==================== mod_mult_add_arbiter
Fig. 1: mod_mult_add_arbiter, clock wires, drivers and flops
Scale: 4 px per um.
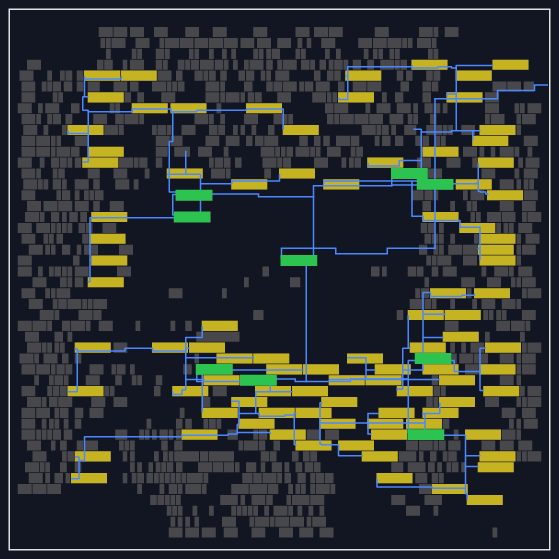

$ cat config.mk
export PLATFORM = sky130hd
export DESIGN_NAME = mod_mult_add_arbiter
export DESIGN_NICKNAME = d
export VERILOG_FILES = /design/src/rtl/mod_mult_add_arbiter.sv
export SDC_FILE = /design/constraint.sdc
export NUM_CORES = 1
export LEC_CHECK = 0
export ABC_AREA = 1
export CAP_MARGIN = 15
export CORE_MARGIN = 1.5
export CORE_UTILIZATION = 30
export DETAILED_ROUTE_END_ITERATION = 10
export PLACE_DENSITY = 0.69
export SYNTH_ARGS = -nofsm -noshare
export SYNTH_HDL_FRONTEND = slang
export SYNTH_SLANG_ARGS = --single-unit
$ cat constraint.sdc
create_clock -name clk -period 5.8 [get_ports clk]
set_input_delay 1.16 -clock clk [delete_from_list [all_inputs] [get_ports clk]]
set_output_delay 1.16 -clock clk [all_outputs]
set_load 0.005 [all_outputs]
$ cat src/rtl/mod_mult_add_arbiter.sv
// Round-robin front end sharing one pipelined residue multiply-add unit between NUM_REQ requesters.
// Optional operand range check: define RANGE_CHECK_EN.
module mod_mult_add_arbiter #(
    parameter int unsigned NUM_REQ    = 4,
    parameter int unsigned DATA_WIDTH = 18,
    parameter int unsigned MODULUS    = 177147,
    parameter int unsigned PIPE_LAT   = 8
) (
    input  logic                            clk,
    input  logic                            reset_n,
    input  logic [NUM_REQ-1:0]              req_valid,
    input  logic [NUM_REQ*DATA_WIDTH-1:0]   req_opa,
    input  logic [NUM_REQ*DATA_WIDTH-1:0]   req_opb,
    output logic [NUM_REQ-1:0]              req_ready,
    output logic [DATA_WIDTH-1:0]           mma_op_a,
    output logic [DATA_WIDTH-1:0]           mma_op_b,
    input  logic [DATA_WIDTH-1:0]           mma_result,
    output logic [NUM_REQ-1:0]              rsp_valid,
    output logic [DATA_WIDTH-1:0]           rsp_data,
    output logic                            rsp_err,
    output logic [$clog2(PIPE_LAT+2)-1:0]   in_flight,
    output logic                            busy
);

    localparam int unsigned IDW  = (NUM_REQ > 1) ? $clog2(NUM_REQ) : 1;
    localparam int unsigned CNTW = $clog2(PIPE_LAT + 2);

    typedef struct packed {
        logic           vld;
        logic           err;
        logic [IDW-1:0] id;
    } tag_t;

    logic [IDW-1:0]        ptr;
    tag_t [PIPE_LAT:0]     tag_pipe;
    tag_t                  new_tag;
    tag_t                  last_tag;
    logic                  grant_any;
    logic [IDW-1:0]        grant_id;
    int unsigned           scan_idx;
    logic                  xfer;
    logic                  op_err;
    logic [DATA_WIDTH-1:0] sel_a;
    logic [DATA_WIDTH-1:0] sel_b;

    // First valid requester at or after the pointer, wrapping modulo NUM_REQ.
    always_comb begin
        grant_any = 1'b0;
        grant_id  = '0;
        scan_idx  = 0;
        for (int unsigned k = 0; k < NUM_REQ; k++) begin
            scan_idx = (32'(ptr) + k) % NUM_REQ;
            if (!grant_any && req_valid[scan_idx[IDW-1:0]]) begin
                grant_any = 1'b1;
                grant_id  = scan_idx[IDW-1:0];
            end
        end
    end

    always_comb begin
        req_ready = '0;
        if (grant_any && reset_n) begin
            req_ready[grant_id] = 1'b1;
        end
    end

    assign xfer  = grant_any & reset_n;
    assign sel_a = req_opa[32'(grant_id)*DATA_WIDTH +: DATA_WIDTH];
    assign sel_b = req_opb[32'(grant_id)*DATA_WIDTH +: DATA_WIDTH];

    always_comb begin
`ifdef RANGE_CHECK_EN
        op_err = (32'(sel_a) >= MODULUS) || (32'(sel_b) >= MODULUS);
`else
        op_err = 1'b0;
`endif
        new_tag     = '0;
        new_tag.vld = xfer;
        new_tag.err = xfer & op_err;
        new_tag.id  = xfer ? grant_id : '0;
    end

    assign last_tag = tag_pipe[PIPE_LAT];

    always_ff @(posedge clk or negedge reset_n) begin
        if (!reset_n) begin
            ptr       <= '0;
            tag_pipe  <= '0;
            mma_op_a  <= '0;
            mma_op_b  <= '0;
            rsp_valid <= '0;
            rsp_data  <= '0;
            in_flight <= '0;
        end else begin
            if (xfer) begin
                ptr <= (32'(grant_id) == NUM_REQ - 1) ? '0 : grant_id + IDW'(1);
            end
            // Rejected or idle slots drive zeros so the datapath never sees stale operands.
            mma_op_a <= (xfer && !op_err) ? sel_a : '0;
            mma_op_b <= (xfer && !op_err) ? sel_b : '0;
            tag_pipe <= {tag_pipe[PIPE_LAT-1:0], new_tag};

            rsp_valid <= '0;
            if (last_tag.vld) begin
                rsp_valid[last_tag.id] <= 1'b1;
                rsp_data               <= last_tag.err ? '0 : mma_result;
            end

            case ({xfer, last_tag.vld})
                2'b10:   in_flight <= in_flight + CNTW'(1);
                2'b01:   in_flight <= in_flight - CNTW'(1);
                default: ;
            endcase
        end
    end

`ifdef RANGE_CHECK_EN
    always_ff @(posedge clk or negedge reset_n) begin
        if (!reset_n) begin
            rsp_err <= 1'b0;
        end else begin
            rsp_err <= last_tag.vld & last_tag.err;
        end
    end
`else
    assign rsp_err = 1'b0;
`endif

    assign busy = (in_flight != '0);

endmodule

==================== pipeline_trace_buffer
[src/rtl/pipeline_trace_buffer_pkg.sv]
// Shared types and helpers for the pipeline trace capture block.
package trace_pkg;

  typedef enum logic [1:0] {
    TRC_IDLE  = 2'd0,
    TRC_ARMED = 2'd1,
    TRC_POST  = 2'd2,
    TRC_DONE  = 2'd3
  } trc_state_e;

  typedef enum logic [1:0] {
    TRG_IMM = 2'd0,
    TRG_EQ  = 2'd1,
    TRG_EXT = 2'd2,
    TRG_NEQ = 2'd3
  } trg_mode_e;

  // Index width that never collapses to zero bits for single-entry selects.
  function automatic int unsigned clog2_min1(input int unsigned n);
    return (n <= 1) ? 1 : $clog2(n);
  endfunction

endpackage

[src/rtl/pipeline_trace_buffer_ram.sv]
// Trace sample storage: one write port, one enabled registered read port.
module trace_ram
  import trace_pkg::*;
#(
  parameter int unsigned WIDTH = 128,
  parameter int unsigned DEPTH = 16,
  parameter int unsigned AW    = 4
) (
  input  logic             clk_i,
  input  logic             we_i,
  input  logic [AW-1:0]    waddr_i,
  input  logic [WIDTH-1:0] wdata_i,
  input  logic             re_i,
  input  logic [AW-1:0]    raddr_i,
  output logic [WIDTH-1:0] rdata_o
);

  logic [WIDTH-1:0] mem_q [DEPTH];
  logic [WIDTH-1:0] rdata_q;

  // The read register holds its value between requests so the top can
  // keep presenting the last read word.
  always_ff @(posedge clk_i) begin
    if (we_i) mem_q[waddr_i] <= wdata_i;
    if (re_i) rdata_q <= mem_q[raddr_i];
  end

  assign rdata_o = rdata_q;

endmodule

[src/rtl/pipeline_trace_buffer.sv]
// Trace capture for the MIPS pipeline: ring buffer, trigger, post-trigger window, oldest-first readout.
module pipeline_trace_buffer
  import trace_pkg::*;
#(
  parameter int unsigned DATA_WIDTH   = 32,
  parameter int unsigned CHANNELS     = 4,
  parameter int unsigned DEPTH        = 16,
  parameter int unsigned POST_TRIGGER = DEPTH / 2
) (
  input  logic                               ClockIn,
  input  logic                               Reset,
  input  logic                               In_Sample,
  input  logic [CHANNELS*DATA_WIDTH-1:0]     In_Probe,
  input  logic                               In_Arm,
  input  logic [1:0]                         In_TrigMode,
  input  logic [DATA_WIDTH-1:0]              In_TrigValue,
  input  logic                               In_ExtTrig,
  input  logic                               In_RdReq,
  input  logic [$clog2(DEPTH)-1:0]           In_RdIndex,
  input  logic [clog2_min1(CHANNELS)-1:0]    In_RdChan,
  output logic                               Out_RdValid,
  output logic [DATA_WIDTH-1:0]              Out_RdData,
  output logic [1:0]                         Out_State,
  output logic [$clog2(DEPTH):0]             Out_Count,
  output logic [$clog2(DEPTH)-1:0]           Out_TrigIndex
);

  localparam int unsigned AW = $clog2(DEPTH);
  localparam int unsigned CW = clog2_min1(CHANNELS);
  localparam int unsigned PW = CHANNELS * DATA_WIDTH;
  localparam logic [AW:0]   FULL      = (AW+1)'(DEPTH);
  localparam logic [AW-1:0] POST_LOAD = AW'(POST_TRIGGER);

  trc_state_e     state_q;
  logic [AW-1:0]  wr_ptr_q;
  logic [AW:0]    count_q;
  logic [AW-1:0]  trig_ptr_q;
  logic [AW-1:0]  post_cnt_q;
  logic           rd_valid_q;
  logic           rd_inrange_q;
  logic [CW-1:0]  rd_chan_q;

  logic           capture;
  logic           trig_hit;
  logic           rd_en;
  logic           rd_inrange_d;
  logic [AW-1:0]  wr_ptr_d;
  logic [AW:0]    count_d;
  logic [AW-1:0]  oldest;
  logic [AW-1:0]  rd_addr;
  logic [PW-1:0]  rd_row;
  logic [DATA_WIDTH-1:0] rd_data;

  always_comb begin
    capture  = In_Sample && (state_q == TRC_ARMED || state_q == TRC_POST);
    wr_ptr_d = wr_ptr_q + AW'(1);
    count_d  = (count_q == FULL) ? count_q : count_q + (AW+1)'(1);
    // A full ring gives count low bits of zero, so oldest is the write slot.
    oldest       = wr_ptr_q - count_q[AW-1:0];
    rd_addr      = oldest + In_RdIndex;
    rd_en        = In_RdReq && (state_q == TRC_DONE);
    rd_inrange_d = ({1'b0, In_RdIndex} < count_q);
  end

  always_comb begin
    trig_hit = 1'b0;
    case (trg_mode_e'(In_TrigMode))
      TRG_IMM: trig_hit = 1'b1;
      TRG_EQ:  trig_hit = (In_Probe[DATA_WIDTH-1:0] == In_TrigValue);
      TRG_EXT: trig_hit = In_ExtTrig;
      TRG_NEQ: trig_hit = (In_Probe[DATA_WIDTH-1:0] != In_TrigValue);
      default: trig_hit = 1'b0;
    endcase
  end

  always_ff @(posedge ClockIn or negedge Reset) begin
    if (!Reset) begin
      state_q      <= TRC_IDLE;
      wr_ptr_q     <= '0;
      count_q      <= '0;
      trig_ptr_q   <= '0;
      post_cnt_q   <= '0;
      rd_valid_q   <= 1'b0;
      rd_inrange_q <= 1'b0;
      rd_chan_q    <= '0;
    end else begin
      rd_valid_q <= rd_en;
      if (rd_en) begin
        rd_inrange_q <= rd_inrange_d;
        rd_chan_q    <= In_RdChan;
      end
      if (capture) begin
        wr_ptr_q <= wr_ptr_d;
        count_q  <= count_d;
      end
      case (state_q)
        TRC_IDLE, TRC_DONE: begin
          if (In_Arm) begin
            wr_ptr_q <= '0;
            count_q  <= '0;
            state_q  <= TRC_ARMED;
          end
        end
        TRC_ARMED: begin
          if (In_Sample && trig_hit) begin
            trig_ptr_q <= wr_ptr_q;
            if (POST_TRIGGER == 0) begin
              state_q <= TRC_DONE;
            end else begin
              post_cnt_q <= POST_LOAD;
              state_q    <= TRC_POST;
            end
          end
        end
        TRC_POST: begin
          if (In_Sample) begin
            post_cnt_q <= post_cnt_q - AW'(1);
            if (post_cnt_q == AW'(1)) state_q <= TRC_DONE;
          end
        end
        default: state_q <= TRC_IDLE;
      endcase
    end
  end

  trace_ram #(
    .WIDTH (PW),
    .DEPTH (DEPTH),
    .AW    (AW)
  ) u_ram (
    .clk_i   (ClockIn),
    .we_i    (capture),
    .waddr_i (wr_ptr_q),
    .wdata_i (In_Probe),
    .re_i    (rd_en),
    .raddr_i (rd_addr),
    .rdata_o (rd_row)
  );

  // Channel select and range flag were captured with the request, so the
  // output stays stable until the next honoured read.
  always_comb begin
    rd_data = '0;
    if (rd_inrange_q) begin
      for (int unsigned k = 0; k < CHANNELS; k++) begin
        if (rd_chan_q == CW'(k)) rd_data = rd_row[k*DATA_WIDTH +: DATA_WIDTH];
      end
    end
  end

  assign Out_RdValid   = rd_valid_q;
  assign Out_RdData    = rd_data;
  assign Out_State     = state_q;
  assign Out_Count     = count_q;
  assign Out_TrigIndex = trig_ptr_q - oldest;

endmodule

[config.mk]
export PLATFORM = sky130hd
export DESIGN_NAME = pipeline_trace_buffer
export DESIGN_NICKNAME = d
export VERILOG_FILES = /design/src/rtl/pipeline_trace_buffer_pkg.sv /design/src/rtl/pipeline_trace_buffer_ram.sv /design/src/rtl/pipeline_trace_buffer.sv
export SDC_FILE = /design/constraint.sdc
export NUM_CORES = 2
export LEC_CHECK = 0
export CORE_ASPECT_RATIO = 1.25
export CORE_MARGIN = 2
export CORE_UTILIZATION = 55
export CTS_CLUSTER_DIAMETER = 150
export DETAILED_ROUTE_END_ITERATION = 10
export PLACE_DENSITY = 0.83
export SYNTH_ARGS = -nofsm -noshare
export SYNTH_HDL_FRONTEND = slang
export SYNTH_SLANG_ARGS = --single-unit
export TNS_END_PERCENT = 5
[constraint.sdc]
create_clock -name ClockIn -period 5.1 [get_ports ClockIn]
set_clock_uncertainty 0.1 [all_clocks]
set_input_delay 0.765 -clock ClockIn [delete_from_list [all_inputs] [get_ports ClockIn]]
set_output_delay 0.765 -clock ClockIn [all_outputs]
set_load 0.005 [all_outputs]
==================== adc_spi_master_in
## src/rtl/spi_pkg.sv

```systemverilog
// Shared definitions for the SPI master blocks (ADC reader, DAC writer):
// FSM state encodings, default timing constants and a sizing helper.
package spi_pkg;

    // Default timing, in fpga_clock cycles
    localparam int SPI_CLK_DIV   = 22;  // SCLK half-period (88.67 MHz / 44 ~= 2.0 MHz)
    localparam int SPI_DATA_BITS = 16;
    localparam int SPI_CS_SETUP  = 4;   // CS low to first SCLK rise
    localparam int SPI_CS_HOLD   = 4;   // last SCLK fall to CS high
    localparam int SPI_CS_GAP    = 8;   // minimum CS-high time between frames

    // FSM state encodings
    typedef logic [2:0] spi_state_t;
    localparam spi_state_t ST_IDLE    = 3'd0;
    localparam spi_state_t ST_SETUP   = 3'd1;
    localparam spi_state_t ST_SCLK_LO = 3'd2;
    localparam spi_state_t ST_SCLK_HI = 3'd3;
    localparam spi_state_t ST_HOLD    = 3'd4;
    localparam spi_state_t ST_GAP     = 3'd5;

    // Largest of four durations; sizes the shared phase counter
    function automatic int spi_max4(input int a, input int b, input int c, input int d);
        int m;
        m = a;
        if (b > m) m = b;
        if (c > m) m = c;
        if (d > m) m = d;
        return m;
    endfunction

endpackage

```

## src/rtl/spi_sync2.sv

```systemverilog
// Two-flop synchroniser for a single asynchronous input, async active-high reset.
module spi_sync2 (
    input  logic clk,
    input  logic rst,
    input  logic d,
    output logic q
);

    logic meta_q;
    logic sync_q;

    // Two back-to-back flops; only sync_q is used downstream
    always_ff @(posedge clk or posedge rst) begin
        if (rst) begin
            meta_q <= 1'b0;
            sync_q <= 1'b0;
        end else begin
            meta_q <= d;
            sync_q <= meta_q;
        end
    end

    assign q = sync_q;

endmodule

```

## src/rtl/adc_spi_master_in.sv

```systemverilog
// SPI mode-0 master receiver: on start, runs one CS frame of DATA_BITS SCLK
// cycles, samples MISO MSB first and presents the word with a one-cycle strobe.
module adc_spi_master_in
    import spi_pkg::*;
#(
    parameter int CLK_DIV   = SPI_CLK_DIV,
    parameter int DATA_BITS = SPI_DATA_BITS,
    parameter int CS_SETUP  = SPI_CS_SETUP,
    parameter int CS_HOLD   = SPI_CS_HOLD,
    parameter int CS_GAP    = SPI_CS_GAP
) (
    input  logic                 fpga_clock,
    input  logic                 rst,
    input  logic                 start,
    input  logic                 spi_data_in,
    output logic                 spi_cs_out,
    output logic                 spi_clock_out,
    output logic [DATA_BITS-1:0] data_out,
    output logic                 data_valid,
    output logic                 busy
);

    // One phase counter serves SETUP, both SCLK halves, HOLD and GAP
    localparam int CNT_W = $clog2(spi_max4(CLK_DIV, CS_SETUP, CS_HOLD, CS_GAP) + 1);
    localparam int BIT_W = $clog2(DATA_BITS + 1);

    localparam logic [CNT_W-1:0] DIV_LAST   = CNT_W'(CLK_DIV - 1);
    localparam logic [CNT_W-1:0] SETUP_LAST = CNT_W'(CS_SETUP - 1);
    localparam logic [CNT_W-1:0] HOLD_LAST  = CNT_W'(CS_HOLD - 1);
    localparam logic [CNT_W-1:0] GAP_LAST   = CNT_W'(CS_GAP - 1);
    localparam logic [BIT_W-1:0] BITS_ALL   = BIT_W'(DATA_BITS);

    spi_state_t           state_q,   state_d;
    logic [CNT_W-1:0]     cnt_q,     cnt_d;
    logic [BIT_W-1:0]     bit_cnt_q, bit_cnt_d;
    logic [DATA_BITS-1:0] shift_q,   shift_d;
    logic [DATA_BITS-1:0] data_q,    data_d;
    logic                 valid_q,   valid_d;
    logic                 cs_q,      cs_d;
    logic                 sclk_q,    sclk_d;
    logic                 busy_q,    busy_d;
    logic                 miso_sync;

    spi_sync2 u_miso_sync (
        .clk (fpga_clock),
        .rst (rst),
        .d   (spi_data_in),
        .q   (miso_sync)
    );

    // Next-state logic; outputs are derived from the next state so they are all registered
    always_comb begin
        state_d   = state_q;
        cnt_d     = cnt_q;
        bit_cnt_d = bit_cnt_q;
        shift_d   = shift_q;
        data_d    = data_q;
        valid_d   = 1'b0;
        case (state_q)
            ST_IDLE: begin
                if (start) begin
                    state_d   = ST_SETUP;
                    cnt_d     = '0;
                    bit_cnt_d = '0;
                    shift_d   = '0;
                end
            end
            ST_SETUP: begin
                if (cnt_q == SETUP_LAST) begin
                    state_d = ST_SCLK_HI;
                    cnt_d   = '0;
                end else begin
                    cnt_d = cnt_q + CNT_W'(1);
                end
            end
            ST_SCLK_HI: begin
                // Sample at the end of the high phase: the synchroniser delay is
                // absorbed and the slave has not yet moved to the next bit
                if (cnt_q == DIV_LAST) begin
                    shift_d   = (shift_q << 1) | DATA_BITS'(miso_sync);
                    bit_cnt_d = bit_cnt_q + BIT_W'(1);
                    state_d   = ST_SCLK_LO;
                    cnt_d     = '0;
                end else begin
                    cnt_d = cnt_q + CNT_W'(1);
                end
            end
            ST_SCLK_LO: begin
                if (cnt_q == DIV_LAST) begin
                    state_d = (bit_cnt_q == BITS_ALL) ? ST_HOLD : ST_SCLK_HI;
                    cnt_d   = '0;
                end else begin
                    cnt_d = cnt_q + CNT_W'(1);
                end
            end
            ST_HOLD: begin
                if (cnt_q == HOLD_LAST) begin
                    state_d = ST_GAP;
                    cnt_d   = '0;
                    data_d  = shift_q;
                    valid_d = 1'b1;
                end else begin
                    cnt_d = cnt_q + CNT_W'(1);
                end
            end
            ST_GAP: begin
                if (cnt_q == GAP_LAST) begin
                    state_d = ST_IDLE;
                    cnt_d   = '0;
                end else begin
                    cnt_d = cnt_q + CNT_W'(1);
                end
            end
            default: begin
                state_d = ST_IDLE;
                cnt_d   = '0;
            end
        endcase

        cs_d   = !(state_d inside {ST_SETUP, ST_SCLK_HI, ST_SCLK_LO, ST_HOLD});
        sclk_d = (state_d == ST_SCLK_HI);
        busy_d = (state_d != ST_IDLE);
    end

    // State and output registers; reset forces CS high and SCLK low immediately
    always_ff @(posedge fpga_clock or posedge rst) begin
        if (rst) begin
            state_q   <= ST_IDLE;
            cnt_q     <= '0;
            bit_cnt_q <= '0;
            shift_q   <= '0;
            data_q    <= '0;
            valid_q   <= 1'b0;
            cs_q      <= 1'b1;
            sclk_q    <= 1'b0;
            busy_q    <= 1'b0;
        end else begin
            state_q   <= state_d;
            cnt_q     <= cnt_d;
            bit_cnt_q <= bit_cnt_d;
            shift_q   <= shift_d;
            data_q    <= data_d;
            valid_q   <= valid_d;
            cs_q      <= cs_d;
            sclk_q    <= sclk_d;
            busy_q    <= busy_d;
        end
    end

    assign spi_cs_out    = cs_q;
    assign spi_clock_out = sclk_q;
    assign data_out      = data_q;
    assign data_valid    = valid_q;
    assign busy          = busy_q;

endmodule

```

## config.mk

```make
export PLATFORM = sky130hd
export DESIGN_NAME = adc_spi_master_in
export DESIGN_NICKNAME = d
export VERILOG_FILES = /design/src/rtl/spi_pkg.sv /design/src/rtl/spi_sync2.sv /design/src/rtl/adc_spi_master_in.sv
export SDC_FILE = /design/constraint.sdc
export NUM_CORES = 1
export LEC_CHECK = 0
export CAP_MARGIN = 15
export CORE_UTILIZATION = 30
export DETAILED_ROUTE_END_ITERATION = 12
export GPL_TIMING_DRIVEN = 0
export HOLD_SLACK_MARGIN = 0.05
export PLACE_DENSITY = 0.6
export SLEW_MARGIN = 5
export SYNTH_ARGS = -nofsm -noshare
export SYNTH_HDL_FRONTEND = slang
export SYNTH_SLANG_ARGS = --single-unit
```

## constraint.sdc

```tcl
create_clock -name fpga_clock -period 3.5 [get_ports fpga_clock]
set_input_delay 0.525 -clock fpga_clock [delete_from_list [all_inputs] [get_ports fpga_clock]]
set_output_delay 0.525 -clock fpga_clock [all_outputs]
set_load 0.005 [all_outputs]
```

Fig. 2: pipeline_trace_buffer, cell placement
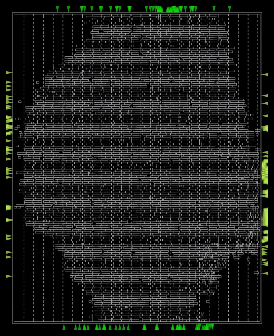
sequential cell count: 2199
Rows: 160
floorplan core area: 0.152 mm^2
tally of non-filler cells in the final layout: 5875
sequential share of cell area: 0.685

==> flow_metrics.tcl, pipeline_trace_buffer <==
# flow metrics
set metrics [dict create \
    nNonClkBuffers 343 \
    drt-vias-per-instance 7.08 \
    edf_count 2176 \
    yosys.area_share.aoi 0.00285 \
    final_cell_mix "edfxtp_1 (2176), mux4_2 (672), clkdlybuf4s50_1 (217)" \
    comb_share 0.176 \
    largest_class "registers" \
    num-nets-final 3857 \
    crit_fanout 6 \
    final_util 0.634 \
    timing.final.max_slew_violations 0 \
    setup_viol 0 \
    ys_chip_area_mm2 0.0838 \
    routed_wl_mm 244 \
    root_buffer "clkbuf_16" \
    outcome "finished clean" \
    yosysTopAreaCell "edfxtp_1" \
    io_pins 218 \
]
## pipeline_trace_buffer: registers in the layout, summed over array words and instances (netlist names), 2 cells and up
signal and cells:
Out_Count 5, u_ram.mem_q 2048, trig_ptr_q 4, Out_State 2
u_ram.rdata_o 128, rd_chan_q 2, post_cnt_q 4, wr_ptr_q 4
## pipeline_trace_buffer: critical path, cell delays in order, from the launching register on
cell             delay [ps]
dfrtp_1                 470
inv_1                   150
ha_1                    240
fa_1                    630
ha_1                    280
a21o_1                  150
a21oi_1                 170
xor2_1                  190
xnor2_1                 150
clkdlybuf4s50_1         540
Fig. 3: adc_spi_master_in, PDN straps and rails
Scale: 4 px per um. Pins as bars on the die edge.
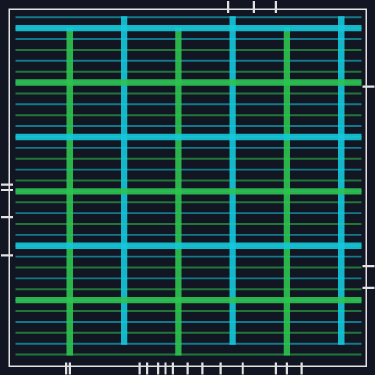
VDD: drawn in cyan. VSS: drawn in green.
6 straps on met4. 32 met1 rails follow the rows. 24 signal pins sit on the boundary.

==> flow_metrics.tcl, adc_spi_master_in <==
# flow metrics
set metrics [dict create \
    outcome "finished clean" \
    buf_share 0.115 \
    dr.max_layer_used "met4" \
    cts_resized 0 \
    final_cell_mix "dfrtp_1 (50), clkdlybuf4s50_1 (23), a22o_1 (17)" \
    min_from "u_miso_sync.meta_q$_DFF_PP0_" \
    inverters 7 \
    critPathArrivalTime_ps 2240 \
    grt_max_degree 39 \
    drive_above_1_share 0.214 \
    core_mm2 0.00729 \
    num-fill-cells 736 \
    setup_tns_ps 0 \
    final.clkbuf_count 6 \
    r2r_setup_slack_ps 1460 \
    hold_end "u_miso_sync.q$_DFF_PP0_" \
    p_seq_frac 0.618 \
    cts.path.max_buffers 2 \
    p_int_mw 0.739 \
    nNonClkBuffers 34 \
    gp_congestion 0.794 \
    grt_pass1_wl_mm 7.08 \
]
## adc_spi_master_in: metrics by stage
stage | utilization | setup WS (ps) | total power, mW | cells
after floorplan | - | 1650 | 0.610 | 178
after CTS | 0.374 | 1430 | 0.972 | 309
after global routing | 0.374 | 1340 | 0.990 | 309
final | 0.374 | 1460 | 0.955 | 309
after detailed placement | 0.362 | 1340 | 0.621 | 301
after global placement | 0.359 | 747 | 0.618 | 300
Fig. 4: mod_mult_add_arbiter, wiring by layer
Scale: 3 px per um. Two of the layers only.
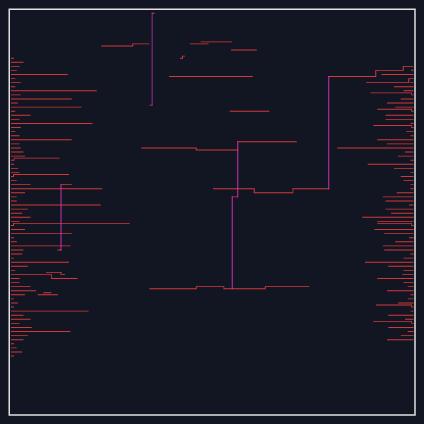
M4: drawn in magenta, wire length 139 um. M3: drawn in red, wire length 1320 um.
GR Util All Layers: 0.175
via count: 5128
per-cell routed wire length: 14.0 um

Notes on Fig. 1 above:
flip-flops: drawn in yellow, count 91. clock wires: drawn in blue, length 1230 um. clock-net drivers: drawn in green, count 9.
Position of the flops: spread over the die. There are 10 routed clock nets.
Late-Pin Clk Latency: 340 ps
Clock power frac: 0.139
skew final: 4.75 ps

==> flow_metrics.tcl, mod_mult_add_arbiter <==
# flow metrics
set metrics [dict create \
    wl_met1_mm 6.93 \
    cts_resized 0 \
    seq_power_mw 0.985 \
    ys_seq_share 0.438 \
    flop_cell "dfrtp_1" \
    seq_share 0.287 \
    grt_pass1_wl_mm 24.9 \
    critical_path_class "in -> out" \
    final-clk-cell-share 0.0379 \
    hold_viol 0 \
    firstDrtPassIters 4 \
    gp_congestion 0.788 \
    period_needed_ps 4650 \
    fmax_mhz 215 \
    largest_reg_flops 24 \
    drive_above_1_share 0.0548 \
    endpoint_kind "output pin" \
    worstSetupStartpoint "req_valid[1]" \
    min_from "tag_pipe[17]$_DFF_PN0_" \
    final_cell_mix "clkdlybuf4s50_1 (233), nand2_1 (165), inv_1 (164)" \
    core_mm2 0.0168 \
    use_met3 0.0544 \
    cts_tree "done" \
    outcome "finished clean" \
    hold_end "tag_pipe[21]$_DFF_PN0_" \
    grt_pass1_vias 4836 \
    path_common_cell "inv_1" \
    final.clkbuf_count 9 \
    logic_area_mm2 0.00204 \
    grt_antenna_before_repair 0 \
    edf_count 0 \
]
[mod_mult_add_arbiter: worst reg2reg max path, stage by stage, from the launching register on]
cell and delay [ps]:
dfrtp_1 620, inv_6 110, nand2_1 80, nand2_1 90, o21ai_0 310, nand3_4 340
nand2_2 230, buf_4 470, ha_1 320, xor2_1 260, ha_1 210, a21oi_1 50
xnor2_1 150, o21ai_0 80
[mod_mult_add_arbiter: per-stage QoR]
stage                     total power, mW  utilization  cells
final                                4.26        0.473   1132
after global routing                 4.67        0.473   1132
after CTS                            4.31        0.473   1132
after detailed placement             3.70        0.455   1117
after global placement               3.66        0.455   1117
after floorplan                      2.84            -    702


==> gallery <==
Placement by cell class.
panel A
Scale: 2 px per um. Fill, decap, tap and diode cells in gray.
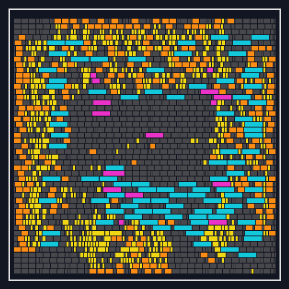
panel B
Scale: 1 px per um. Fill, decap, tap and diode cells in gray.
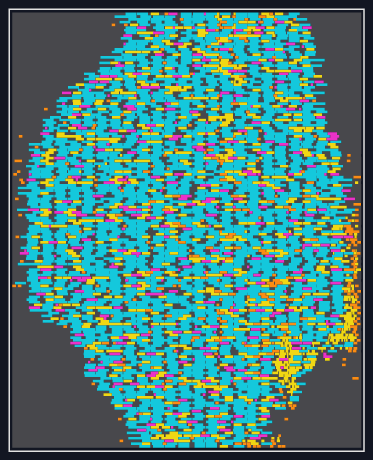
panel C
Scale: 3 px per um. Fill, decap, tap and diode cells in gray.
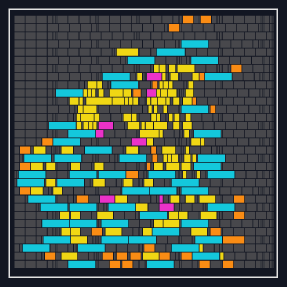
Of these, largest die: panel B
| from | picture |
|---|---|
| pipeline_trace_buffer | panel B |
| adc_spi_master_in | panel C |
| mod_mult_add_arbiter | panel A |

No activity file was given, so power comes from the tool's default toggle rates.
